######## register_chain_loader ########
===== config.mk =====
export PLATFORM = sky130hd
export DESIGN_NAME = register_chain_loader
export DESIGN_NICKNAME = d
export VERILOG_FILES = /design/src/rtl/register_chain_loader_pkg.sv /design/src/rtl/register_chain_loader.sv
export SDC_FILE = /design/constraint.sdc
export NUM_CORES = 1
export LEC_CHECK = 0
export CAP_MARGIN = 10
export CELL_PAD_IN_SITES_DETAIL_PLACEMENT = 1
export CELL_PAD_IN_SITES_GLOBAL_PLACEMENT = 1
export CORE_UTILIZATION = 35
export CTS_BUF_LIST = sky130_fd_sc_hd__clkbuf_4 sky130_fd_sc_hd__clkbuf_8
export DETAILED_ROUTE_END_ITERATION = 6
export MAX_ROUTING_LAYER = met4
export PLACE_DENSITY_LB_ADDON = 0.1
export SYNTH_ARGS = -nofsm -noshare
export SYNTH_HDL_FRONTEND = slang
export SYNTH_SLANG_ARGS = --single-unit

===== constraint.sdc =====
create_clock -name clk -period 4.9 [get_ports clk]
set_input_delay 1.47 -clock clk [delete_from_list [all_inputs] [get_ports clk]]
set_output_delay 1.47 -clock clk [all_outputs]
set_load 0.05 [all_outputs]

===== src/rtl/register_chain_loader_pkg.sv =====
// Shared definitions for the register-chain loader: FSM encoding, the
// length of the quiet cycle before the update pulse, and counter sizing.
package register_chain_pkg;

   typedef enum logic [1:0] {
      ST_IDLE   = 2'd0,
      ST_SHIFT  = 2'd1,
      ST_SETTLE = 2'd2,
      ST_UPDATE = 2'd3
   } state_e;

   // Quiet cycles between the last shift edge and the update edge.
   localparam int unsigned SETTLE_CYCLES = 1;

   // Counter width for a chain of n cells; never narrower than one bit.
   function automatic int unsigned cnt_width(input int unsigned n);
      if (n <= 2) return 1;
      return $clog2(n);
   endfunction

endpackage


===== src/rtl/register_chain_loader.sv =====
// Serial loader for a chain of register_cell instances.
// Takes a parallel word over a valid/ready handshake, shifts it into the
// chain MSB first, waits a quiet cycle, then pulses chain_update once.
// Optional readback of the previous chain contents is built when the
// macro REGISTER_CHAIN_READBACK_EN is defined; otherwise rb_data/rb_valid
// are tied to 0 and no capture flops exist.
//
// Handshake: a word is taken on a rising edge where load_valid and
// load_ready are both 1. load_ready is 1 only while idle; the host must
// keep load_valid and load_data stable until that edge. load_data is not
// looked at again after acceptance.
module register_chain_loader
   import register_chain_pkg::*;
#(
   parameter int CHAIN_LEN = 8
) (
   input  logic                 clk,
   input  logic                 reset,
   input  logic                 load_valid,
   output logic                 load_ready,
   input  logic [CHAIN_LEN-1:0] load_data,
   output logic                 chain_in,
   output logic                 chain_enable,
   output logic                 chain_update,
   input  logic                 chain_sout,
   output logic                 done,
   output logic [CHAIN_LEN-1:0] rb_data,
   output logic                 rb_valid,
   output logic [1:0]           dbg_state
);

   localparam int                CW          = int'(cnt_width(CHAIN_LEN));
   localparam logic [CW-1:0]     CNT_LAST    = CW'(CHAIN_LEN - 1);
   localparam logic [CW-1:0]     SETTLE_LAST = CW'(SETTLE_CYCLES - 1);

   state_e                 state_q, state_d;
   logic [CHAIN_LEN-1:0]   shreg_q, shreg_d;
   logic [CW-1:0]          cnt_q, cnt_d;

   // Registered outputs and their next values (computed from next state,
   // so every chain-facing output comes straight from a flop).
   logic                   ready_q, ready_d;
   logic                   cin_q, cin_d;
   logic                   cen_q, cen_d;
   logic                   cupd_q, cupd_d;
   logic                   done_q, done_d;

   logic                   accept;

   assign accept = (state_q == ST_IDLE) && load_valid && ready_q;

   // State register.
   always_ff @(posedge clk or negedge reset) begin
      if (!reset) state_q <= ST_IDLE;
      else        state_q <= state_d;
   end

   // Next-state logic plus shift register / counter updates.
   always_comb begin
      state_d = state_q;
      shreg_d = shreg_q;
      cnt_d   = cnt_q;
      case (state_q)
         ST_IDLE: begin
            if (accept) begin
               state_d = ST_SHIFT;
               shreg_d = load_data;
               cnt_d   = '0;
            end
         end
         ST_SHIFT: begin
            shreg_d = shreg_q << 1;
            if (cnt_q == CNT_LAST) begin
               state_d = ST_SETTLE;
               cnt_d   = '0;
            end else begin
               cnt_d   = cnt_q + 1'b1;
            end
         end
         ST_SETTLE: begin
            if (cnt_q == SETTLE_LAST) begin
               state_d = ST_UPDATE;
               cnt_d   = '0;
            end else begin
               cnt_d   = cnt_q + 1'b1;
            end
         end
         ST_UPDATE: begin
            state_d = ST_IDLE;
         end
         default: begin
            state_d = ST_IDLE;
         end
      endcase
   end

   // Output decode from the next state so the flops below hold this cycle's view.
   always_comb begin
      ready_d = (state_d == ST_IDLE);
      cen_d   = (state_d == ST_SHIFT);
      cin_d   = (state_d == ST_SHIFT) && shreg_d[CHAIN_LEN-1];
      cupd_d  = (state_d == ST_UPDATE);
      done_d  = (state_d == ST_UPDATE);
   end

   // Datapath and output registers; everything clears on reset.
   always_ff @(posedge clk or negedge reset) begin
      if (!reset) begin
         shreg_q <= '0;
         cnt_q   <= '0;
         ready_q <= 1'b0;
         cin_q   <= 1'b0;
         cen_q   <= 1'b0;
         cupd_q  <= 1'b0;
         done_q  <= 1'b0;
      end else begin
         shreg_q <= shreg_d;
         cnt_q   <= cnt_d;
         ready_q <= ready_d;
         cin_q   <= cin_d;
         cen_q   <= cen_d;
         cupd_q  <= cupd_d;
         done_q  <= done_d;
      end
   end

   assign load_ready   = ready_q;
   assign chain_in     = cin_q;
   assign chain_enable = cen_q;
   assign chain_update = cupd_q;
   assign done         = done_q;
   assign dbg_state    = state_q;

`ifdef REGISTER_CHAIN_READBACK_EN
   logic [CHAIN_LEN-1:0] rb_q, rb_d;
   logic                 rbv_q;

   // While shifting, the old chain contents fall out of the last cell;
   // collect them LSB-in so rb_q[i] ends up holding old cell i.
   always_comb begin
      rb_d = rb_q;
      if (state_q == ST_SHIFT) begin
         rb_d    = rb_q << 1;
         rb_d[0] = chain_sout;
      end
   end

   // Readback capture register and its valid pulse (aligned with done).
   always_ff @(posedge clk or negedge reset) begin
      if (!reset) begin
         rb_q  <= '0;
         rbv_q <= 1'b0;
      end else begin
         rb_q  <= rb_d;
         rbv_q <= (state_d == ST_UPDATE);
      end
   end

   assign rb_data  = rb_q;
   assign rb_valid = rbv_q;
`else
   logic unused_chain_sout;
   assign unused_chain_sout = chain_sout;
   assign rb_data  = '0;
   assign rb_valid = 1'b0;
`endif

endmodule


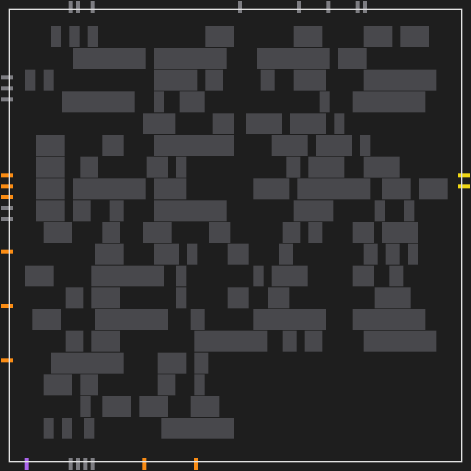
(register_chain_loader/pinout.png)
(8 px per um) Pins as bars across the die edge, other pins in grey.
[`chain_sout`] purple | pins: 1 | direction: input | edge: south
[`load_data`] orange | pins: 8 | direction: input | edge: 6 west, 2 south
[`dbg_state`] yellow | pins: 2 | direction: output | edge: east
all pins by edge: 11 west, 8 north, 7 south, 2 east
buffers added on ports: 17
Die Height: 56.4 um
die width: 56.4 um

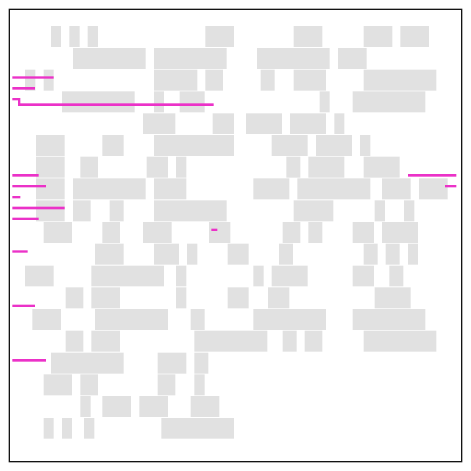
(register_chain_loader/m3.png)
(8 px per um)
wire length on this layer: 64.8 um
longest straight run: 24.1 um
nets with wire on the layer: 13
main direction: horizontal
share of all routed wire: 3.3%

==> ci_impl_report.md <==
### Metrics collected by this job

| Metric | Value |
|---|---|
| OpenROAD warning count | 32 |
| Clock-cell share of area | 2.51% |
| CTS tree | yes |
| Worst hold start | shreg_q[2] |
| TritonCTS sink count | 17 |
| CTS root buf | clkbuf_4 |
| Gpl congestion | 0.783 |
| Crit-path cells | clkdlybuf4s50_1 |
| Sequential Power Share | 33.8% |
| Placed Cells | 137 |
| Adder Area Share | 9.67% |
| Nets | 131 |
| Status | finished clean |
| Vias in the first global route | 705 |
| Met3 routed WL | 64 um |
| Max clock buf depth | 2 |
| Ports | 28 |
| Fillers | 309 |
| #FFs+latches synth | 17 |
power groups by stage:
stage | logic (mW) | registers, mW | clock network, mW
2_1_floorplan | 0.253 | 0.282 | 0
3_3_place_gp | 0.372 | 0.233 | 0
3_5_place_dp | 0.377 | 0.233 | 0
4_1_cts | 0.377 | 0.232 | 0.0860
5_1_grt | 0.408 | 0.239 | 0.0951
6_report | 0.371 | 0.232 | 0.0830
flip-flops by register name, summed over array words and instances, names as in the netlist:
name / flops
chain_enable: 1
chain_in: 1
cnt_q: 3
dbg_state: 2
done: 1
load_ready: 1
shreg_q: 8

######## pipe_if_dec_queue ########
## config.mk

```make
export PLATFORM = sky130hd
export DESIGN_NAME = pipe_if_dec_queue
export DESIGN_NICKNAME = d
export VERILOG_FILES = /design/src/rtl/pipe_pkg.sv /design/src/rtl/pipe_if_dec_queue.sv
export SDC_FILE = /design/constraint.sdc
export NUM_CORES = 1
export LEC_CHECK = 0
export CELL_PAD_IN_SITES_DETAIL_PLACEMENT = 1
export CELL_PAD_IN_SITES_GLOBAL_PLACEMENT = 1
export CORE_MARGIN = 3
export CORE_UTILIZATION = 51
export CTS_CLUSTER_SIZE = 20
export DETAILED_ROUTE_END_ITERATION = 6
export HOLD_SLACK_MARGIN = 0.08
export PLACE_DENSITY_LB_ADDON = 0.1
export SETUP_SLACK_MARGIN = 0.3
export SLEW_MARGIN = 20
export SYNTH_ARGS = -nofsm -noshare
export SYNTH_HDL_FRONTEND = slang
export SYNTH_SLANG_ARGS = --single-unit
```

## constraint.sdc

```tcl
create_clock -name i_Clk -period 5.53 [get_ports i_Clk]
set_input_delay 1.106 -clock i_Clk [delete_from_list [all_inputs] [get_ports i_Clk]]
set_output_delay 1.106 -clock i_Clk [all_outputs]
set_load 0.03 [all_outputs]
```

## src/rtl/pipe_pkg.sv

```systemverilog
// Shared defaults for the fetch/decode pipeline boundary.
package pipe_pkg;

  localparam int unsigned ADDRESS_WIDTH_DEFAULT = 32;
  localparam int unsigned DATA_WIDTH_DEFAULT    = 32;

  // Decode sees an all-zero word whenever the queue has nothing to offer.
  localparam logic [DATA_WIDTH_DEFAULT-1:0] NOP_INSTRUCTION = '0;

endpackage

```

## src/rtl/pipe_if_dec_queue.sv

```systemverilog
// Show-ahead instruction queue between fetch and decode.
// Holds up to DEPTH {PC, instruction} pairs; the head is always visible on the outputs.
module pipe_if_dec_queue
  import pipe_pkg::*;
#(
  parameter int unsigned ADDRESS_WIDTH = ADDRESS_WIDTH_DEFAULT,
  parameter int unsigned DATA_WIDTH    = DATA_WIDTH_DEFAULT,
  parameter int unsigned DEPTH         = 4
) (
  input  logic                       i_Clk,
  input  logic                       i_Reset,
  input  logic                       i_Flush,
  input  logic                       i_Valid,
  input  logic [ADDRESS_WIDTH-1:0]   i_PC,
  input  logic [DATA_WIDTH-1:0]      i_Instruction,
  output logic                       o_Ready,
  input  logic                       i_Stall,
  output logic                       o_Valid,
  output logic [ADDRESS_WIDTH-1:0]   o_PC,
  output logic [DATA_WIDTH-1:0]      o_Instruction,
  output logic                       o_imembubble,
  output logic [$clog2(DEPTH):0]     o_Count
);

  localparam int unsigned PtrWidth   = $clog2(DEPTH);
  localparam int unsigned CountWidth = PtrWidth + 1;
  localparam logic [CountWidth-1:0] CountFull = CountWidth'(DEPTH);
  localparam logic [CountWidth-1:0] CountOne  = CountWidth'(1);
  localparam logic [PtrWidth-1:0]   PtrOne    = PtrWidth'(1);

  logic [ADDRESS_WIDTH-1:0] pc_mem    [DEPTH];
  logic [DATA_WIDTH-1:0]    instr_mem [DEPTH];

  logic [PtrWidth-1:0]   wr_ptr_q;
  logic [PtrWidth-1:0]   rd_ptr_q;
  logic [CountWidth-1:0] count_q;

  logic push;
  logic pop;

  // Handshake decode: flush suppresses both sides, ready depends on registered count only.
  always_comb begin
    o_Valid      = (count_q != '0);
    o_Ready      = (count_q != CountFull);
    o_imembubble = ~o_Valid;
    o_Count      = count_q;
    push         = i_Valid & o_Ready & ~i_Flush;
    pop          = o_Valid & ~i_Stall & ~i_Flush;
  end

  // Head entry, or a zero PC and NOP when empty.
  always_comb begin
    o_PC          = '0;
    o_Instruction = DATA_WIDTH'(NOP_INSTRUCTION);
    if (o_Valid) begin
      o_PC          = pc_mem[rd_ptr_q];
      o_Instruction = instr_mem[rd_ptr_q];
    end
  end

  // Pointers and occupancy; power-of-two depth lets pointers wrap by overflow.
  always_ff @(posedge i_Clk or posedge i_Reset) begin
    if (i_Reset) begin
      wr_ptr_q <= '0;
      rd_ptr_q <= '0;
      count_q  <= '0;
    end else if (i_Flush) begin
      wr_ptr_q <= '0;
      rd_ptr_q <= '0;
      count_q  <= '0;
    end else begin
      if (push) begin
        wr_ptr_q <= wr_ptr_q + PtrOne;
      end
      if (pop) begin
        rd_ptr_q <= rd_ptr_q + PtrOne;
      end
      if (push && !pop) begin
        count_q <= count_q + CountOne;
      end else if (pop && !push) begin
        count_q <= count_q - CountOne;
      end
    end
  end

  // Storage array; contents are don't-care until written, so no reset.
  always_ff @(posedge i_Clk) begin
    if (push) begin
      pc_mem[wr_ptr_q]    <= i_PC;
      instr_mem[wr_ptr_q] <= i_Instruction;
    end
  end

endmodule

```

==> ci_impl_report.md <==
### Metrics collected by this job

| Metric | Value |
|---|---|
| First-pass GRT wire length | 32,700 um |
| Syn_area_per_cell | 21.9 um^2 |
| Crit path DRT | 4.42 ns |
| HP Class | reg -> reg |
| Layout area overhead | 24.7% |
| Clock Skew | 0.00659 ns |
| OpenROAD warning count | 29 |
| Detail Placement HPWL | 12,100 um |
| Internal Dissipation | 4.19 mW |
| Status | finished clean |
| Signal buffers | 143 |
| Multi-input gates | 173 |
| Power Dens Cells | 466 nW/um^2 |
| Sequential Power Share | 40.4% |
| EDFF count, synth | 256 |
| Initial antenna violation count | 0 |
| Die Height | 147 um |
| Tmin final | 4.38 ns |
| M1 GR Usage | 26.0% |
==> cells by family after synthesis <==
group	after synthesis	synth area share [%]
compound gates	14	0.833
xor+xnor	2	0.172
fa+ha+maj	5	0.686
buf+inv	30	1.95
flops	263	77.0
mux	65	14.2
simple gates	87	5.13
==> worst max-delay path, stage by stage, from the launching register on <==
cell	delay, ns
dfrtp_4	0.95
buf_4	0.43
mux4_2	0.55
and2_1	0.18
clkdlybuf4s50_1	0.60
==> layer usage <==
metal | vias to the layer above | wire [um]
met3 | 25 | 1080
met5 | - | 0
li1 | 2186 | -
met2 | 134 | 10900
met4 | 0 | 264
met1 | 2604 | 8790
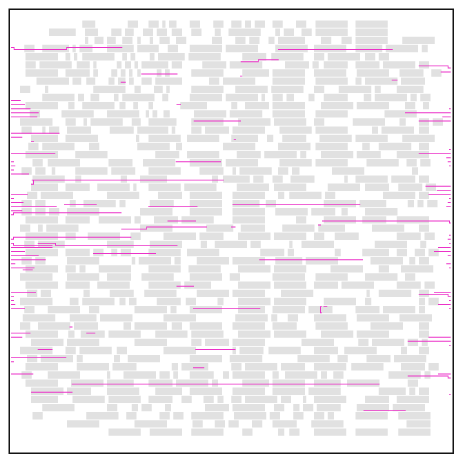
(pipe_if_dec_queue/m3.png)
(3 px per um)
main direction: horizontal
longest straight run: 102 um
met3 GRT Util: 3.83%
Vias: 4,949
Routed WL: 21,100 um

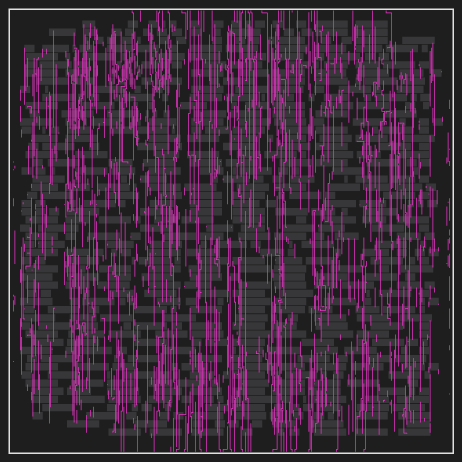
(pipe_if_dec_queue/m2.png)
(3 px per um)
main direction: vertical
share of all routed wire: 52%
nets with wire on the layer: 656


######## wsp_sequencer ########
==> wsp_sequencer/pinout.png <==
(4 px per um) Pins as bars across the die edge, other pins in grey.
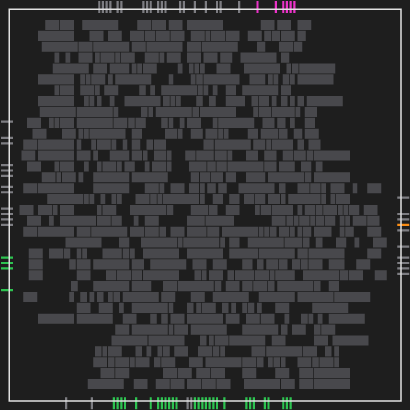
==> wsp_sequencer/congestion_map.png <==
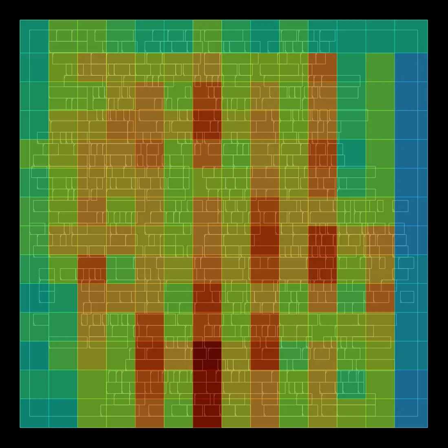
==> wsp_sequencer/route_heat.png <==
(4 px per um) The die is cut into 20 by 20 equal tiles; dark blue is low, red is high, scaled to the fullest tile. Values are wire area over tile area, all layers added.
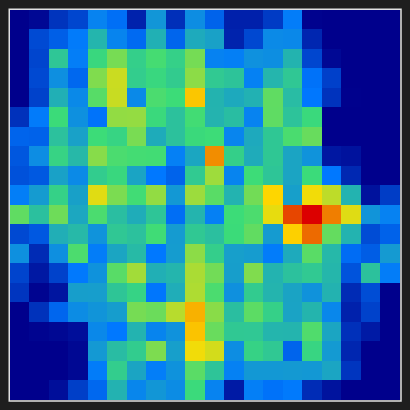
### config.mk
export PLATFORM = sky130hd
export DESIGN_NAME = wsp_sequencer
export DESIGN_NICKNAME = d
export VERILOG_FILES = /design/src/rtl/wsp_sequencer.sv
export SDC_FILE = /design/constraint.sdc
export NUM_CORES = 1
export LEC_CHECK = 0
export CORE_MARGIN = 2
export CORE_UTILIZATION = 48
export CTS_BUF_LIST = sky130_fd_sc_hd__clkbuf_2 sky130_fd_sc_hd__clkbuf_4 sky130_fd_sc_hd__clkbuf_8
export DETAILED_ROUTE_END_ITERATION = 7
export GPL_ROUTABILITY_DRIVEN = 0
export GPL_TIMING_DRIVEN = 1
export HOLD_SLACK_MARGIN = 0.08
export PLACE_DENSITY = 0.82
export SLEW_MARGIN = 10
export SYNTH_ARGS = -nofsm -noshare
export SYNTH_HDL_FRONTEND = slang
export SYNTH_SLANG_ARGS = --single-unit
### constraint.sdc
create_clock -name WRCK -period 2.25 [get_ports WRCK]
set_clock_uncertainty 0.2 [all_clocks]
set_input_delay 0.5625 -clock WRCK [delete_from_list [all_inputs] [get_ports WRCK]]
set_output_delay 0.5625 -clock WRCK [all_outputs]
set_load 0.01 [all_outputs]
### src/rtl/wsp_sequencer.sv
`timescale 1ns/1ps
// IEEE 1500 Wrapper Serial Port sequencer: runs one CAPTURE/SHIFT/UPDATE access per host command.
// Optional build macro WSP_NOCAP_EN adds cmd_nocap, which lets a command skip the CaptureWR cycle.
module wsp_sequencer #(
    parameter int DR_MAX = 32,
    parameter int LEN_W  = 6
) (
    input  logic              WRCK,
    input  logic              WRSTN,
    input  logic              cmd_valid,
    output logic              cmd_ready,
    input  logic              cmd_is_ir,
    input  logic [LEN_W-1:0]  cmd_len,
    input  logic [DR_MAX-1:0] cmd_data,
`ifdef WSP_NOCAP_EN
    input  logic              cmd_nocap,
`endif
    output logic              rsp_valid,
    output logic [DR_MAX-1:0] rsp_data,
    output logic              select_wir,
    output logic              capture_wr,
    output logic              shift_wr,
    output logic              update_wr,
    output logic              wsi,
    input  logic              wso,
    output logic              busy
);

    localparam int               IDX_W   = $clog2(DR_MAX);
    localparam logic [LEN_W-1:0] LEN_MAX = LEN_W'(DR_MAX);

    typedef enum logic [1:0] {IDLE, CAPTURE, SHIFT, UPDATE} state_t;

    state_t            state;
    logic [LEN_W-1:0]  len_q;
    logic [LEN_W-1:0]  cnt;
    logic [LEN_W-1:0]  len_acc;
    logic [DR_MAX-1:0] sh;
    logic              skip_cap;

    assign len_acc = (cmd_len > LEN_MAX) ? LEN_MAX : cmd_len;

`ifdef WSP_NOCAP_EN
    assign skip_cap = cmd_nocap;
`else
    assign skip_cap = 1'b0;
`endif

    // Held low while reset is asserted so the host never sees a ready it cannot use.
    assign cmd_ready = WRSTN && (state == IDLE);
    assign busy      = (state != IDLE);

    // WSP controls are registered and set on the edge entering their state, so they
    // depend only on flops; wsi is preloaded with the next bit to leave the buffer.
    always_ff @(posedge WRCK or negedge WRSTN) begin
        if (!WRSTN) begin
            state      <= IDLE;
            len_q      <= '0;
            cnt        <= '0;
            sh         <= '0;
            rsp_data   <= '0;
            rsp_valid  <= 1'b0;
            select_wir <= 1'b0;
            capture_wr <= 1'b0;
            shift_wr   <= 1'b0;
            update_wr  <= 1'b0;
            wsi        <= 1'b0;
        end else begin
            rsp_valid <= 1'b0;
            unique case (state)
                IDLE: begin
                    if (cmd_valid) begin
                        select_wir <= cmd_is_ir;
                        len_q      <= len_acc;
                        sh         <= cmd_data;
                        cnt        <= '0;
                        rsp_data   <= '0;
                        if (!skip_cap) begin
                            state      <= CAPTURE;
                            capture_wr <= 1'b1;
                        end else if (len_acc != '0) begin
                            state    <= SHIFT;
                            shift_wr <= 1'b1;
                            wsi      <= cmd_data[0];
                        end else begin
                            state     <= UPDATE;
                            update_wr <= 1'b1;
                        end
                    end
                end
                CAPTURE: begin
                    capture_wr <= 1'b0;
                    if (len_q != '0) begin
                        state    <= SHIFT;
                        shift_wr <= 1'b1;
                        wsi      <= sh[0];
                    end else begin
                        state     <= UPDATE;
                        update_wr <= 1'b1;
                    end
                end
                SHIFT: begin
                    sh                     <= sh >> 1;
                    rsp_data[cnt[IDX_W-1:0]] <= wso;
                    cnt                    <= cnt + 1'b1;
                    if (cnt == len_q - 1'b1) begin
                        state     <= UPDATE;
                        shift_wr  <= 1'b0;
                        wsi       <= 1'b0;
                        update_wr <= 1'b1;
                    end else begin
                        wsi <= sh[1];
                    end
                end
                UPDATE: begin
                    state      <= IDLE;
                    update_wr  <= 1'b0;
                    select_wir <= 1'b0;
                    rsp_valid  <= 1'b1;
                end
                default: state <= IDLE;
            endcase
        end
    end

endmodule

==> ci_impl_report.md <==
### Metrics collected by this job

| Metric | Value |
|---|---|
| Status | finished clean |
| Fp util | 48.9% |
| Finished Core Util | 64.0% |
| Clkbuf count | 10 |
| Remaining DRCs | 0 |
| Power Dens Cells | 1140 nW/um^2 |
| Detail Placement HPWL | 6670 um |
| Setup Crit Path Kind | reg -> out |
| Multi-input gates | 306 |
| Routed Antenna Nets | 0 |
| Setup crit end | cmd_ready |
| Hold slack | 0.292 ns |
| Max-slew violations | 0 |
| Initial antenna violation count | 0 |
| Worst VDD drop | 0.000599 V |
| Highest routed layer | met4 |
| Setup violators final | 0 |
| Largest net degree at the start of global routing | 59 |
| Global route total overflow | 0 |
## Picture notes: wsp_sequencer/pinout.png
[`cmd_data`] green | pins: 32 | direction: input | edge: 28 south, 4 west
[`cmd_is_ir`] orange | pins: 1 | direction: input | edge: east
[`cmd_len`] magenta | pins: 6 | direction: input | edge: north
all pins by edge: 32 south, 25 north, 16 west, 10 east

## Picture notes: wsp_sequencer/congestion_map.png
M1 GR Usage: 26.9%
grt met2 use: 35.5%
busiest grt layer: met2

## Picture notes: wsp_sequencer/route_heat.png
nearly empty tiles: 16%
fullest tile: 0.48
mean over tiles: 0.15
tiles over half the peak: 18%
Routed WL: 9380 um
gr usage total: 20.7%
wire length per cell: 14.7 um

## cell usage in the layout (no fill, tap or decap), drive strengths merged, types with 3 or more instances in the layout
cell,instances
clkbuf,10
nand3,7
nor3,4
and3,3
clkinvlp,3
nor3b,3
mux2i,62
ha,9
nand2b,7
nor2,39
xnor2,5
xor2,6
buf,30
o21ai,44
clkdlybuf4s50,79
inv,13
dfrtp,84
nor2b,6
nand2,79
a21oi,8
## power breakdown
part	leakage [nW]	internal (mW)	switching (mW)
Sequential	1.10	2.00	0.338
Combinational	1.43	1.41	1.56
Clock	0.0825	0.421	0.556
Total	2.61	3.83	2.45

######## bridge_sequencer ########
==> bridge_sequencer/pinout.png <==
(6 px per um) Pins as bars across the die edge, other pins in grey.
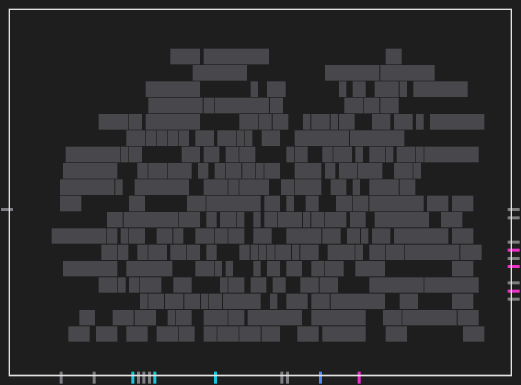
==> bridge_sequencer/m2.png <==
(6 px per um)
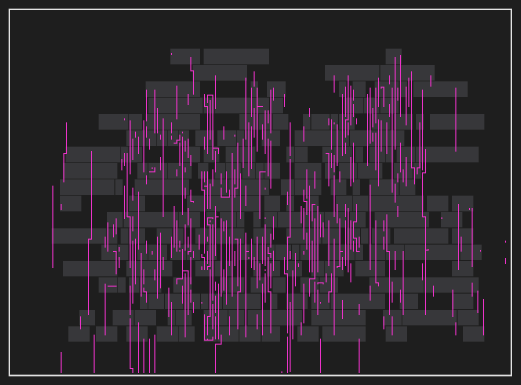
==> bridge_sequencer/m3.png <==
(6 px per um)
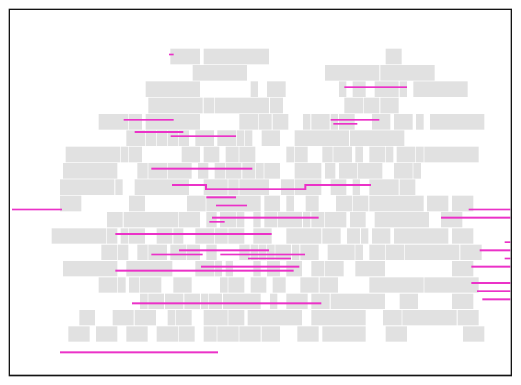
$ cat config.mk
export PLATFORM = sky130hd
export DESIGN_NAME = bridge_sequencer
export DESIGN_NICKNAME = d
export VERILOG_FILES = /design/src/rtl/inverter_pkg.sv /design/src/rtl/bridge_sequencer_hold_counter.sv /design/src/rtl/bridge_sequencer.sv
export SDC_FILE = /design/constraint.sdc
export NUM_CORES = 1
export LEC_CHECK = 0
export ABC_AREA = 0
export CAP_MARGIN = 10
export CORE_ASPECT_RATIO = 0.7
export CORE_MARGIN = 4
export CORE_UTILIZATION = 45
export DETAILED_ROUTE_END_ITERATION = 10
export GPL_ROUTABILITY_DRIVEN = 0
export GPL_TIMING_DRIVEN = 1
export PLACE_DENSITY = 0.78
export SLEW_MARGIN = 30
export SYNTH_ARGS = -nofsm -noshare
export SYNTH_HDL_FRONTEND = slang
export SYNTH_SLANG_ARGS = --single-unit
$ cat constraint.sdc
create_clock -name clk -period 2.7 [get_ports clk]
set_clock_uncertainty 0.05 [all_clocks]
set_input_delay 0.54 -clock clk [delete_from_list [all_inputs] [get_ports clk]]
set_output_delay 0.54 -clock clk [all_outputs]
set_load 0.05 [all_outputs]
$ cat src/rtl/inverter_pkg.sv
// Shared definitions for the inverter gate path.
//   bridge_mode_t      : requested / applied H-bridge mode (codes 5-7 illegal)
//   bridge_seq_state_t : bridge_sequencer FSM states
//   gate_pat_t         : {top, bot} gate drive pair, bit0 = gate 1
//   mode_to_gates()    : mode -> gate pattern lookup
//   mode_is_legal()    : raw 3-bit code legality check
package inverter_pkg;

  typedef enum logic [2:0] {
    MODE_OFF     = 3'd0,
    MODE_PLUS    = 3'd1,
    MODE_MINUS   = 3'd2,
    MODE_PAUSE_P = 3'd3,
    MODE_PAUSE_N = 3'd4
  } bridge_mode_t;

  typedef enum logic [1:0] {
    ST_STABLE = 2'd0,
    ST_BREAK  = 2'd1,
    ST_FAULT  = 2'd2
  } bridge_seq_state_t;

  typedef struct packed {
    logic [3:0] top;
    logic [3:0] bot;
  } gate_pat_t;

  localparam gate_pat_t GATES_OFF     = '{top: 4'b0000, bot: 4'b0000};
  localparam gate_pat_t GATES_PLUS    = '{top: 4'b0001, bot: 4'b0010};
  localparam gate_pat_t GATES_MINUS   = '{top: 4'b0010, bot: 4'b0001};
  localparam gate_pat_t GATES_PAUSE_P = '{top: 4'b0100, bot: 4'b1000};
  localparam gate_pat_t GATES_PAUSE_N = '{top: 4'b1000, bot: 4'b0100};

  function automatic gate_pat_t mode_to_gates(input bridge_mode_t mode);
    gate_pat_t g;
    case (mode)
      MODE_PLUS:    g = GATES_PLUS;
      MODE_MINUS:   g = GATES_MINUS;
      MODE_PAUSE_P: g = GATES_PAUSE_P;
      MODE_PAUSE_N: g = GATES_PAUSE_N;
      default:      g = GATES_OFF;
    endcase
    return g;
  endfunction

  function automatic logic mode_is_legal(input logic [2:0] code);
    return (code <= 3'd4);
  endfunction

endpackage

$ cat src/rtl/bridge_sequencer_hold_counter.sv
// Loadable saturating down-counter used for dead time and minimum on-time.
//   clk, rstn   : clock, asynchronous active-low reset
//   load_i      : load load_val_i this cycle (has priority over counting)
//   load_val_i  : value to load
//   zero_o      : counter currently equals zero
// The counter stops at zero instead of wrapping.
module hold_counter #(
  parameter int CNT_W = 16
) (
  input  logic             clk,
  input  logic             rstn,
  input  logic             load_i,
  input  logic [CNT_W-1:0] load_val_i,
  output logic             zero_o
);

  logic [CNT_W-1:0] cnt_q, cnt_d;

  always_comb begin
    cnt_d = cnt_q;
    if (load_i) begin
      cnt_d = load_val_i;
    end else if (cnt_q != '0) begin
      cnt_d = cnt_q - CNT_W'(1);
    end
  end

  always_ff @(posedge clk or negedge rstn) begin
    if (!rstn) begin
      cnt_q <= '0;
    end else begin
      cnt_q <= cnt_d;
    end
  end

  assign zero_o = (cnt_q == '0);

endmodule

$ cat src/rtl/bridge_sequencer.sv
// H-bridge gate sequencer with break-before-make dead time, minimum on-time
// and latched fault shutdown.
//   clk, rstn     : clock, asynchronous active-low reset
//   req_valid     : mode request valid
//   req_mode      : requested mode code (bridge_mode_t, 5-7 illegal)
//   req_ready     : request accepted on req_valid && req_ready at posedge
//   fault         : level fault input, sampled every cycle
//   fault_clr     : single-cycle clear of the latched fault
//   o_top, o_bot  : registered gate drives, bit0 = gate 1
//   cur_mode      : mode currently driven on the gates (OFF in break/fault)
//   fault_latched : sticky fault indication
//   err_illegal   : one-cycle pulse for an accepted illegal mode code
module bridge_sequencer
  import inverter_pkg::*;
#(
  parameter int FREQ         = 50_000_000,
  parameter int DEADTIME_CYC = FREQ / 500_000,   // 2 us
  parameter int MIN_ON_CYC   = FREQ / 100_000,   // 10 us
  parameter int CNT_W        = 16
) (
  input  logic       clk,
  input  logic       rstn,
  input  logic       req_valid,
  input  logic [2:0] req_mode,
  output logic       req_ready,
  input  logic       fault,
  input  logic       fault_clr,
  output logic [3:0] o_top,
  output logic [3:0] o_bot,
  output logic [2:0] cur_mode,
  output logic       fault_latched,
  output logic       err_illegal
);

  // Entering ST_BREAK loads one less than the dead time because the gates are
  // already off during the cycle in which the break state is entered.
  localparam logic [CNT_W-1:0] DEAD_LD  = CNT_W'(DEADTIME_CYC);
  localparam logic [CNT_W-1:0] BREAK_LD = CNT_W'(DEADTIME_CYC - 1);
  localparam logic [CNT_W-1:0] MINON_LD = CNT_W'(MIN_ON_CYC);

  bridge_seq_state_t state_q, state_d;
  bridge_mode_t      cur_q, cur_d;
  bridge_mode_t      tgt_q, tgt_d;
  gate_pat_t         gates_q, gates_d;
  logic              latched_q, latched_d;
  logic              err_q, err_d;

  logic              hold_ld;
  logic [CNT_W-1:0]  hold_val;
  logic              hold_zero;
  logic              req_legal;
  logic              accept;
  bridge_mode_t      req_tgt;

  hold_counter #(.CNT_W(CNT_W)) u_hold (
    .clk        (clk),
    .rstn       (rstn),
    .load_i     (hold_ld),
    .load_val_i (hold_val),
    .zero_o     (hold_zero)
  );

  assign req_ready = (state_q == ST_STABLE) && hold_zero && !fault && !latched_q;
  assign accept    = req_valid && req_ready;
  assign req_legal = mode_is_legal(req_mode);

  always_comb begin
    state_d   = state_q;
    cur_d     = cur_q;
    tgt_d     = tgt_q;
    gates_d   = gates_q;
    latched_d = latched_q;
    err_d     = 1'b0;
    hold_ld   = 1'b0;
    hold_val  = '0;
    req_tgt   = req_legal ? bridge_mode_t'(req_mode) : MODE_OFF;

    if (fault) begin
      // Fault wins over everything, including a pending break target.
      state_d   = ST_FAULT;
      cur_d     = MODE_OFF;
      tgt_d     = MODE_OFF;
      gates_d   = GATES_OFF;
      latched_d = 1'b1;
    end else begin
      case (state_q)
        ST_STABLE: begin
          if (accept) begin
            err_d = !req_legal;
            if (req_tgt == cur_q) begin
              // Same mode: keep gates and hold untouched so nothing glitches.
            end else if (req_tgt == MODE_OFF) begin
              cur_d    = MODE_OFF;
              gates_d  = GATES_OFF;
              hold_ld  = 1'b1;
              hold_val = DEAD_LD;
            end else if (cur_q == MODE_OFF) begin
              cur_d    = req_tgt;
              gates_d  = mode_to_gates(req_tgt);
              hold_ld  = 1'b1;
              hold_val = MINON_LD;
            end else begin
              state_d  = ST_BREAK;
              cur_d    = MODE_OFF;
              tgt_d    = req_tgt;
              gates_d  = GATES_OFF;
              hold_ld  = 1'b1;
              hold_val = BREAK_LD;
            end
          end
        end
        ST_BREAK: begin
          if (hold_zero) begin
            state_d  = ST_STABLE;
            cur_d    = tgt_q;
            gates_d  = mode_to_gates(tgt_q);
            tgt_d    = MODE_OFF;
            hold_ld  = 1'b1;
            hold_val = MINON_LD;
          end
        end
        ST_FAULT: begin
          if (fault_clr) begin
            state_d   = ST_STABLE;
            cur_d     = MODE_OFF;
            gates_d   = GATES_OFF;
            latched_d = 1'b0;
            hold_ld   = 1'b1;
            hold_val  = DEAD_LD;
          end
        end
        default: begin
          state_d = ST_STABLE;
          cur_d   = MODE_OFF;
          gates_d = GATES_OFF;
        end
      endcase
    end
  end

  always_ff @(posedge clk or negedge rstn) begin
    if (!rstn) begin
      state_q   <= ST_STABLE;
      cur_q     <= MODE_OFF;
      tgt_q     <= MODE_OFF;
      gates_q   <= GATES_OFF;
      latched_q <= 1'b0;
      err_q     <= 1'b0;
    end else begin
      state_q   <= state_d;
      cur_q     <= cur_d;
      tgt_q     <= tgt_d;
      gates_q   <= gates_d;
      latched_q <= latched_d;
      err_q     <= err_d;
    end
  end

  assign o_top         = gates_q.top;
  assign o_bot         = gates_q.bot;
  assign cur_mode      = cur_q;
  assign fault_latched = latched_q;
  assign err_illegal   = err_q;

endmodule

==> ci_impl_report.md <==
### Metrics collected by this job

| Metric | Value |
|---|---|
| Status | finished clean |
| CTS tree | yes |
| Max frequency | 373 MHz |
| Reg2reg end | cur_mode[2] |
| Top cells by count | dfrtp_1 (30), nor2_1 (18), nand2_1 (13) |
| Nets | 228 |
| Placed Cells | 259 |
| Clkbuf count | 7 |
| Initial DRC count | 64 |
| Critical path depth | 5 |
| Logic cell area | 961 um^2 |
| TritonCTS sink count | 30 |
| Syn_nets | 193 |
| Mux frac, synth | 0.559% |
| Syn_area_per_cell | 9.79 um^2 |
| Unrepaired setup endpoints after global routing | true |
| Reg clk slew, reported paths | 0.06 ns |
| Highest routed layer | met4 |
| Slew HR | 54.6% |
## Picture notes: bridge_sequencer/pinout.png
[`err_illegal`] blue | pins: 1 | direction: output | edge: south
[`req_mode`] cyan | pins: 3 | direction: input | edge: south
[`o_bot`] magenta | pins: 4 | direction: output | edge: 3 east, 1 south

## Picture notes: bridge_sequencer/m2.png
longest straight run: 23.8 um
share of all routed wire: 40%
nets with wire on the layer: 190
main direction: vertical
wire length on this layer: 1,600 um
Routed WL: 3990 um
grt met2 use: 25.6%
Vias: 1,462

## Picture notes: bridge_sequencer/m3.png
main direction: horizontal
wire length on this layer: 355 um

-- flip-flops by register name (all words and copies together) (netlist names) --
| name | flops |
|---|---|
| err_illegal | 1 |
| cur_mode | 3 |
| tgt_q | 3 |
| fault_latched | 1 |
| state_q | 2 |
| u_hold.cnt_q | 16 |
| o_top | 3 |
| o_bot | 1 |
-- through the flow --
step                      power [mW]  area (um^2)
final                           1.31         2260
after global routing            1.38         2260
after global placement         0.848         2110
after CTS                       1.31         2240
after detailed placement       0.853         2110
after floorplan                0.748         1790

######## srv_icb_mem_pipe ########
--- src/rtl/srv_icb_mem_pipe.sv ---
// ICB slave to single-port SRAM bridge: RD_LAT-deep read pipe, credit-limited outstanding
// commands, fall-through response FIFO. Define SRV_ICB_MEM_ADDR_CHK_EN to flag out-of-range
// addresses as errors.
module srv_icb_mem_pipe #(
   parameter int unsigned AW_ICB    = 32,
   parameter int unsigned AW_MEM    = 10,
   parameter int unsigned DW        = 32,
   parameter int unsigned RD_LAT    = 1,
   parameter int unsigned OST_DEPTH = 2
) (
   input  logic              clk,
   input  logic              reset_n,
   input  logic              icb_cmd_valid,
   output logic              icb_cmd_ready,
   input  logic [AW_ICB-1:0] icb_cmd_addr,
   input  logic              icb_cmd_read,
   input  logic [DW-1:0]     icb_cmd_wdata,
   input  logic [DW/8-1:0]   icb_cmd_wmask,
   output logic              icb_resp_valid,
   input  logic              icb_resp_ready,
   output logic [DW-1:0]     icb_resp_rdata,
   output logic              icb_resp_err,
   output logic              mem_ce,
   output logic              mem_we,
   output logic [AW_MEM-1:0] mem_addr,
   output logic [DW-1:0]     mem_bwe,
   output logic [DW-1:0]     mem_din,
   input  logic [DW-1:0]     mem_dout
);

   localparam int unsigned ADDR_S = $clog2(DW / 8);
   localparam int unsigned PW     = $clog2(OST_DEPTH);
   localparam int unsigned CW     = PW + 1;
   localparam logic [PW:0] ONE    = {{PW{1'b0}}, 1'b1};

   logic cmd_hsk;
   logic resp_hsk;
   logic addr_err;
   logic unused_addr;

   // ---------------------------------------------------------------------------------------
   // Address check and SRAM drive
   // ---------------------------------------------------------------------------------------
`ifdef SRV_ICB_MEM_ADDR_CHK_EN
   assign addr_err = |icb_cmd_addr[AW_ICB-1:AW_MEM+ADDR_S];
`else
   assign addr_err = 1'b0;
`endif
   // Byte-offset bits (and upper bits when unchecked) never reach the SRAM.
   assign unused_addr = ^icb_cmd_addr;

   assign cmd_hsk  = icb_cmd_valid & icb_cmd_ready;
   assign resp_hsk = icb_resp_valid & icb_resp_ready;

   assign mem_ce   = cmd_hsk & ~addr_err;
   assign mem_we   = ~icb_cmd_read;
   assign mem_addr = icb_cmd_addr[ADDR_S +: AW_MEM];
   assign mem_din  = icb_cmd_wdata;

   always_comb begin
      mem_bwe = '0;
      for (int i = 0; i < int'(DW / 8); i++) begin
         mem_bwe[8*i +: 8] = {8{icb_cmd_wmask[i]}};
      end
   end

   // ---------------------------------------------------------------------------------------
   // Credit counter
   // ---------------------------------------------------------------------------------------
   logic [CW-1:0] ost_cnt_q, ost_cnt_d;

   // A full counter still accepts when a response retires in the same cycle.
   assign icb_cmd_ready = (ost_cnt_q < CW'(OST_DEPTH)) | resp_hsk;

   always_comb begin
      ost_cnt_d = ost_cnt_q;
      if (cmd_hsk && !resp_hsk) begin
         ost_cnt_d = ost_cnt_q + ONE;
      end else if (!cmd_hsk && resp_hsk) begin
         ost_cnt_d = ost_cnt_q - ONE;
      end
   end

   always_ff @(posedge clk or negedge reset_n) begin
      if (!reset_n) begin
         ost_cnt_q <= '0;
      end else begin
         ost_cnt_q <= ost_cnt_d;
      end
   end

   // ---------------------------------------------------------------------------------------
   // Response pipeline, aligned with the SRAM read latency
   // ---------------------------------------------------------------------------------------
   logic [RD_LAT-1:0] pipe_vld_q, pipe_vld_d;
   logic [RD_LAT-1:0] pipe_rd_q, pipe_rd_d;
   logic [RD_LAT-1:0] pipe_err_q, pipe_err_d;

   always_comb begin
      pipe_vld_d    = pipe_vld_q;
      pipe_rd_d     = pipe_rd_q;
      pipe_err_d    = pipe_err_q;
      // Every accepted command enters, even errored ones, so order is preserved.
      pipe_vld_d[0] = cmd_hsk;
      pipe_rd_d[0]  = icb_cmd_read;
      pipe_err_d[0] = addr_err;
      for (int i = 1; i < int'(RD_LAT); i++) begin
         pipe_vld_d[i] = pipe_vld_q[i-1];
         pipe_rd_d[i]  = pipe_rd_q[i-1];
         pipe_err_d[i] = pipe_err_q[i-1];
      end
   end

   always_ff @(posedge clk or negedge reset_n) begin
      if (!reset_n) begin
         pipe_vld_q <= '0;
         pipe_rd_q  <= '0;
         pipe_err_q <= '0;
      end else begin
         pipe_vld_q <= pipe_vld_d;
         pipe_rd_q  <= pipe_rd_d;
         pipe_err_q <= pipe_err_d;
      end
   end

   logic          arr_vld;
   logic          arr_err;
   logic [DW-1:0] arr_data;

   assign arr_vld  = pipe_vld_q[RD_LAT-1];
   assign arr_err  = arr_vld & pipe_err_q[RD_LAT-1];
   assign arr_data = (arr_vld && pipe_rd_q[RD_LAT-1] && !pipe_err_q[RD_LAT-1]) ? mem_dout : '0;

   // ---------------------------------------------------------------------------------------
   // Response FIFO, first-word fall-through with arrival bypass
   // ---------------------------------------------------------------------------------------
   logic [PW:0] wptr_q, rptr_q;
   logic [DW:0] fifo_mem_q [OST_DEPTH];
   logic        fifo_empty;
   logic        fifo_full;
   logic        push;
   logic        pop;

   assign fifo_empty = (wptr_q == rptr_q);
   assign fifo_full  = (wptr_q[PW-1:0] == rptr_q[PW-1:0]) && (wptr_q[PW] != rptr_q[PW]);

   assign push = arr_vld & ~(fifo_empty & icb_resp_ready);
   assign pop  = ~fifo_empty & icb_resp_ready;

   always_comb begin
      if (fifo_empty) begin
         icb_resp_valid = arr_vld;
         icb_resp_rdata = arr_data;
         icb_resp_err   = arr_err;
      end else begin
         icb_resp_valid = 1'b1;
         {icb_resp_err, icb_resp_rdata} = fifo_mem_q[rptr_q[PW-1:0]];
      end
   end

   always_ff @(posedge clk or negedge reset_n) begin
      if (!reset_n) begin
         wptr_q <= '0;
         rptr_q <= '0;
      end else begin
         if (push) begin
            wptr_q <= wptr_q + ONE;
         end
         if (pop) begin
            rptr_q <= rptr_q + ONE;
         end
      end
   end

   always_ff @(posedge clk) begin
      if (push) begin
         fifo_mem_q[wptr_q[PW-1:0]] <= {arr_err, arr_data};
      end
   end

`ifndef SYNTHESIS
   fifo_no_overflow_a: assert property (@(posedge clk) disable iff (!reset_n)
      !(push && fifo_full && !pop));
`endif

endmodule

--- config.mk ---
export PLATFORM = sky130hd
export DESIGN_NAME = srv_icb_mem_pipe
export DESIGN_NICKNAME = d
export VERILOG_FILES = /design/src/rtl/srv_icb_mem_pipe.sv
export SDC_FILE = /design/constraint.sdc
export NUM_CORES = 1
export LEC_CHECK = 0
export ABC_AREA = 1
export ABC_CLOCK_PERIOD_IN_PS = 3500
export CORE_MARGIN = 4
export CORE_UTILIZATION = 42
export DETAILED_ROUTE_END_ITERATION = 10
export PLACE_DENSITY = 0.87
export RECOVER_POWER = 50
export SYNTH_ARGS = -nofsm -noshare
export SYNTH_HDL_FRONTEND = slang
export SYNTH_SLANG_ARGS = --single-unit
--- constraint.sdc ---
create_clock -name clk -period 3.5 [get_ports clk]
set_input_delay 0.525 -clock clk [delete_from_list [all_inputs] [get_ports clk]]
set_output_delay 0.525 -clock clk [all_outputs]
set_load 0.01 [all_outputs]
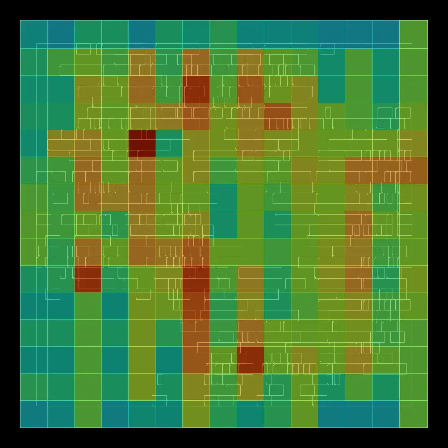
(srv_icb_mem_pipe/congestion_map.png)
met3 GRT Util: 4.85%
wire length per cell: 15.3 um
gr usage total: 13.8%
M1 GR Usage: 15.0%
busiest grt layer: met2

[metrics by stage]
| stage | area, um^2 | setup slack [ns] | cells | utilization (%) | hold slack (ns) |
|---|---|---|---|---|---|
| after floorplan | 3860 | 1.56 | 361 | - | 0.229 |
| after global placement | 4120 | 0.867 | 460 | 46.6 | 0.459 |
| after detailed placement | 4120 | 0.787 | 460 | 46.6 | 0.493 |
| after CTS | 4360 | 0.389 | 475 | 49.2 | 0.474 |
| after global routing | 4350 | 0.213 | 475 | 49.1 | 0.521 |
| final | 4350 | 0.449 | 475 | 49.1 | 0.505 |
==> ci_impl_report.md <==
### Metrics collected by this job

| Metric | Value |
|---|---|
| Status | finished clean |
| Max-slew violations | 0 |
| DRT met1 WL | 2870 um |
| Slew @ Worst Pin | 0.901 ns |
| Critical path depth | 6 |
| Global route total overflow | 0 |
| Multi-input combinational area share | 21.2% |
| Top cell area share | 49.8% |
| Clkbuf count | 9 |
| CP Capture Type | output pin |
| Primary FF master, synth | edfxtp_1 |
| Grt met2 use | 24.8% |
| Routed WL | 7280 um |
| Reg clk slew, reported paths | 0.07 ns |
| Reg2reg end | fifo_mem_q[1][9] |
| Yosys chip area | 3860 um^2 |
| Sw Pwr | 1.61 mW |
| Reg-to-Reg Start | wptr_q[0] |
| Remaining DRCs | 0 |
| Worst VDD drop | 0.000523 V |
| TritonCTS sink count | 72 |
| Crit path DRT | 2.97 ns |
| Buffers added on ports | 72 |
| Logic cell area | 923 um^2 |

######## board_reader ########
$ cat config.mk
export PLATFORM = sky130hd
export DESIGN_NAME = board_reader
export DESIGN_NICKNAME = d
export VERILOG_FILES = /design/src/rtl/board_reader.sv
export SDC_FILE = /design/constraint.sdc
export NUM_CORES = 1
export LEC_CHECK = 0
export ABC_CLOCK_PERIOD_IN_PS = 5750
export CORE_MARGIN = 1.5
export CORE_UTILIZATION = 40
export DETAILED_ROUTE_END_ITERATION = 7
export GPL_TIMING_DRIVEN = 0
export PLACE_DENSITY = 0.71
export SYNTH_ARGS = -nofsm -noshare
export SYNTH_HDL_FRONTEND = slang
export SYNTH_SLANG_ARGS = --single-unit
$ cat constraint.sdc
create_clock -name CLOCK_50 -period 5.75 [get_ports CLOCK_50]
set_input_delay 1.15 -clock CLOCK_50 [delete_from_list [all_inputs] [get_ports CLOCK_50]]
set_output_delay 1.15 -clock CLOCK_50 [all_outputs]
set_load 0.05 [all_outputs]
$ cat src/rtl/board_reader.sv
// Scans the board RAM (one-cycle read latency) into a packed board vector plus per-column
// piece counts; the committed outputs change only in the single cycle that ends a scan.
module board_reader #(
  parameter int CELLS  = 49,
  parameter int COLS   = 7,
  parameter int CELL_W = 2
) (
  input  logic                    CLOCK_50,
  input  logic                    resetn,
  input  logic                    start,
  output logic [5:0]              ram_addr,
  input  logic [CELL_W-1:0]       ram_q,
  output logic [CELLS*CELL_W-1:0] board,
  output logic [COLS*3-1:0]       heights,
  output logic                    board_full,
  output logic                    busy,
  output logic                    done,
  output logic                    board_valid,
  output logic [1:0]              dbg_state
);

  localparam logic [1:0] S_IDLE  = 2'd0;
  localparam logic [1:0] S_READ  = 2'd1;
  localparam logic [1:0] S_DRAIN = 2'd2;
  localparam logic [1:0] S_DONE  = 2'd3;
  localparam logic [5:0] LAST_ADDR = 6'(CELLS - 1);
  localparam logic [2:0] LAST_COL  = 3'(COLS - 1);
  localparam int BW = CELLS * CELL_W;
  localparam int HW = COLS * 3;

  logic [1:0]    state_q, state_d;
  logic [5:0]    addr_q, addr_d;
  logic [5:0]    addr_d1_q;
  logic          vld_d1_q;
  logic [2:0]    col_q, col_d;
  logic [BW-1:0] shadow_q, shadow_d;
  logic [HW-1:0] cnt_q, cnt_d;
  logic [BW-1:0] board_q, board_d;
  logic [HW-1:0] heights_q, heights_d;
  logic          full_q, full_d;
  logic          valid_q, valid_d;
  logic [BW-1:0] cap_board;
  logic [HW-1:0] cap_cnt;
  logic          cap_full;

  // start is a level request: it is taken at any edge where the block is not busy
  // (IDLE or DONE) and ignored otherwise; done is the one-cycle completion strobe.
  always_comb begin
    state_d   = state_q;
    addr_d    = addr_q;
    col_d     = col_q;
    board_d   = board_q;
    heights_d = heights_q;
    full_d    = full_q;
    valid_d   = valid_q;
    cap_board = shadow_q;
    cap_cnt   = cnt_q;
    cap_full  = 1'b1;

    // Merge the cell returning from the RAM this cycle (tagged by the delayed address).
    if (vld_d1_q) begin
      for (int a = 0; a < CELLS; a++) begin
        if (addr_d1_q == 6'(a)) cap_board[a*CELL_W +: CELL_W] = ram_q;
      end
      if (ram_q != '0) begin
        for (int c = 0; c < COLS; c++) begin
          if (col_q == 3'(c)) cap_cnt[c*3 +: 3] = cap_cnt[c*3 +: 3] + 3'd1;
        end
      end
      col_d = (col_q == LAST_COL) ? 3'd0 : col_q + 3'd1;
    end
    for (int c = 0; c < COLS; c++) begin
      if (cap_cnt[c*3 +: 3] != 3'd7) cap_full = 1'b0;
    end
    shadow_d = cap_board;
    cnt_d    = cap_cnt;

    case (state_q)
      S_IDLE, S_DONE: begin
        state_d = S_IDLE;
        if (start) begin
          state_d  = S_READ;
          addr_d   = 6'd0;
          col_d    = 3'd0;
          cnt_d    = '0;
          shadow_d = '0;
        end
      end
      S_READ: begin
        if (addr_q == LAST_ADDR) state_d = S_DRAIN;
        else addr_d = addr_q + 6'd1;
      end
      S_DRAIN: begin
        board_d   = cap_board;
        heights_d = cap_cnt;
        full_d    = cap_full;
        valid_d   = 1'b1;
        state_d   = S_DONE;
      end
      default: state_d = S_IDLE;
    endcase
  end

  always_ff @(posedge CLOCK_50 or negedge resetn) begin
    if (!resetn) begin
      state_q   <= S_IDLE;
      addr_q    <= 6'd0;
      addr_d1_q <= 6'd0;
      vld_d1_q  <= 1'b0;
      col_q     <= 3'd0;
      shadow_q  <= '0;
      cnt_q     <= '0;
      board_q   <= '0;
      heights_q <= '0;
      full_q    <= 1'b0;
      valid_q   <= 1'b0;
    end else begin
      state_q   <= state_d;
      addr_q    <= addr_d;
      addr_d1_q <= addr_q;
      vld_d1_q  <= (state_q == S_READ);
      col_q     <= col_d;
      shadow_q  <= shadow_d;
      cnt_q     <= cnt_d;
      board_q   <= board_d;
      heights_q <= heights_d;
      full_q    <= full_d;
      valid_q   <= valid_d;
    end
  end

  assign ram_addr    = addr_q;
  assign board       = board_q;
  assign heights     = heights_q;
  assign board_full  = full_q;
  assign busy        = (state_q == S_READ) || (state_q == S_DRAIN);
  assign done        = (state_q == S_DONE);
  assign board_valid = valid_q;
  assign dbg_state   = state_q;

endmodule

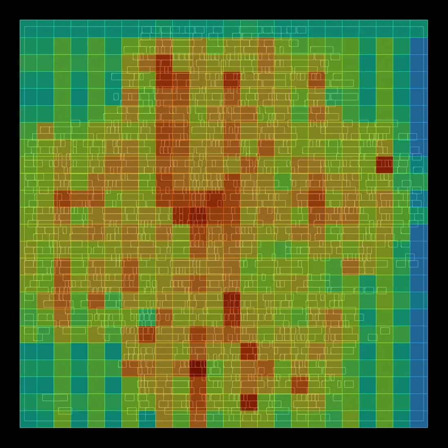
(board_reader/congestion_map.png)
met3 GRT Util: 3.84%
M1 GR Usage: 28.1%
Finished Core Util: 51.3%
wire length per cell: 17.5 um

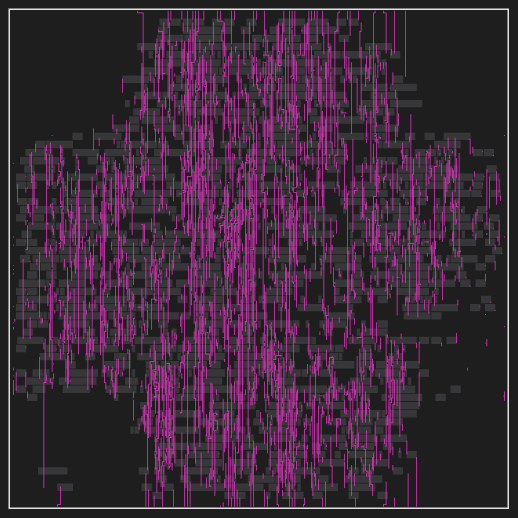
(board_reader/m2.png)
(3 px per um)
wire length on this layer: 12,100 um
share of all routed wire: 45%
main direction: vertical
nets with wire on the layer: 1,030
longest straight run: 58.8 um

==> ci_impl_report.md <==
### Metrics collected by this job

| Metric | Value |
|---|---|
| Sw Share | 24.1% |
| Met3 routed WL | 1550 um |
| Netlist cell types | 44 |
| Syn_nets | 1,025 |
| Sequential Power Share | 46.7% |
| Largest cells by area after synthesis | dfrtp_1 (61%), mux2i_1 (10%), nor2_1 (9.6%) |
| Crit path DAT | 2.56 ns |
| Max frequency | 269 MHz |
| Routed Antenna Nets | 0 |
| Top Layout Cells | nor2_1 (272), dfrtp_1 (258), clkdlybuf4s50_1 (132), a21oi_1 (127), mux2i_1 (109) |
| Period Utilization, post-route | 64.5% |
| Worst VDD drop | 0.000176 V |
| Layout area overhead | 26.1% |
| Seq/total area | 48.3% |
| TritonCTS buffer count | 27 |
| Crit-path cells | inv_1 > ha_1 > clkbuf_1 > inv_1 > clkdlybuf4s50_1 |
| Primary FF master, synth | dfrtp_1 |
| Slowest stage cell, crit path | clkdlybuf4s50_1 |
| Static Leak | 5.64 nW |
| Post-CTS sizing | 0 |
| Dominant kind of combinational cell | simple AND/OR/NAND/NOR gates |
| Clock network fraction of design power | 43.6% |
| Status | finished clean |
| Max Cap Viol | 0 |
| Synth warn | 0 |
| Fillers | 2,321 |
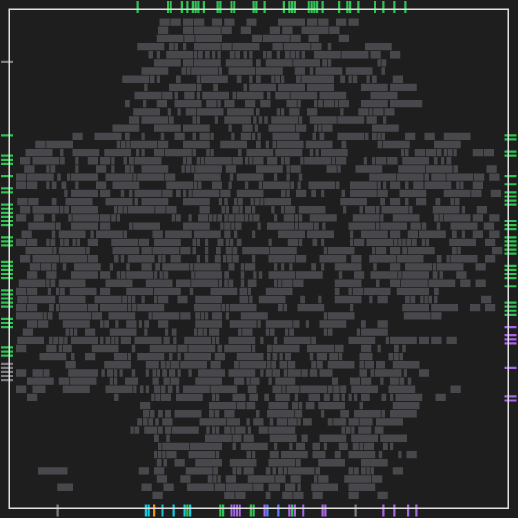
(board_reader/pinout.png)
(3 px per um) Pins as bars across the die edge, other pins in grey.
[`start`] orange | pins: 1 | direction: input | edge: south
[`ram_addr`] cyan | pins: 6 | direction: output | edge: south
[`board`] green | pins: 98 | direction: output | edge: 33 north, 32 west, 27 east, 6 south
[`heights`] purple | pins: 21 | direction: output | edge: 14 south, 7 east
[`ram_q`] blue | pins: 2 | direction: input | edge: south

[metrics by stage]
step / util, % / instances / setup WS (ns) / area [um^2] / power, mW
4_1_cts: 51.3 / 1527 / 2.02 / 13400 / 4.32
2_1_floorplan: - / 1007 / 3.04 / 10600 / 2.31
5_1_grt: 51.3 / 1527 / 1.93 / 13400 / 4.48
3_3_place_gp: 47.4 / 1475 / -7.25 / 12400 / 2.42
3_5_place_dp: 47.7 / 1477 / 2.25 / 12400 / 2.44
6_report: 51.3 / 1527 / 2.04 / 13400 / 4.28


==> layout pictures side by side <==
M2 wires.
shot_01.png
(4 px per um)
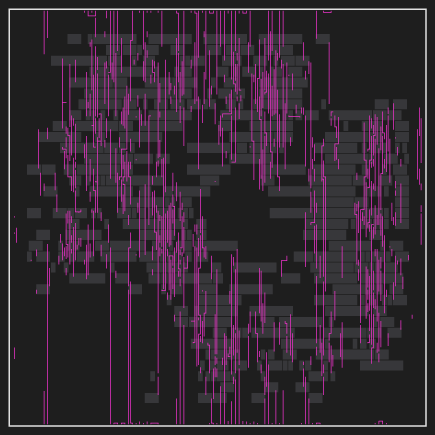
shot_02.png
(8 px per um)
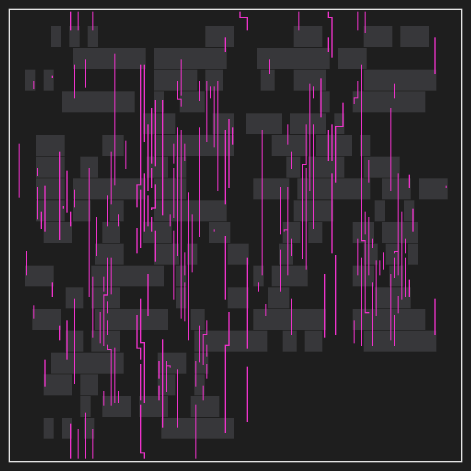
shot_03.png
(4 px per um)
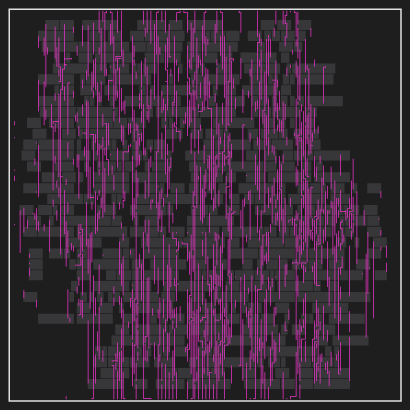
shot_02.png: register_chain_loader
shot_03.png: wsp_sequencer
shot_01.png: srv_icb_mem_pipe

Key to shot_03.png:
nets with wire on the layer: 484
wire length on this layer: 4,770 um
share of all routed wire: 51%
longest straight run: 43.9 um
main direction: vertical

No activity file was given, so power comes from the tool's default toggle rates.
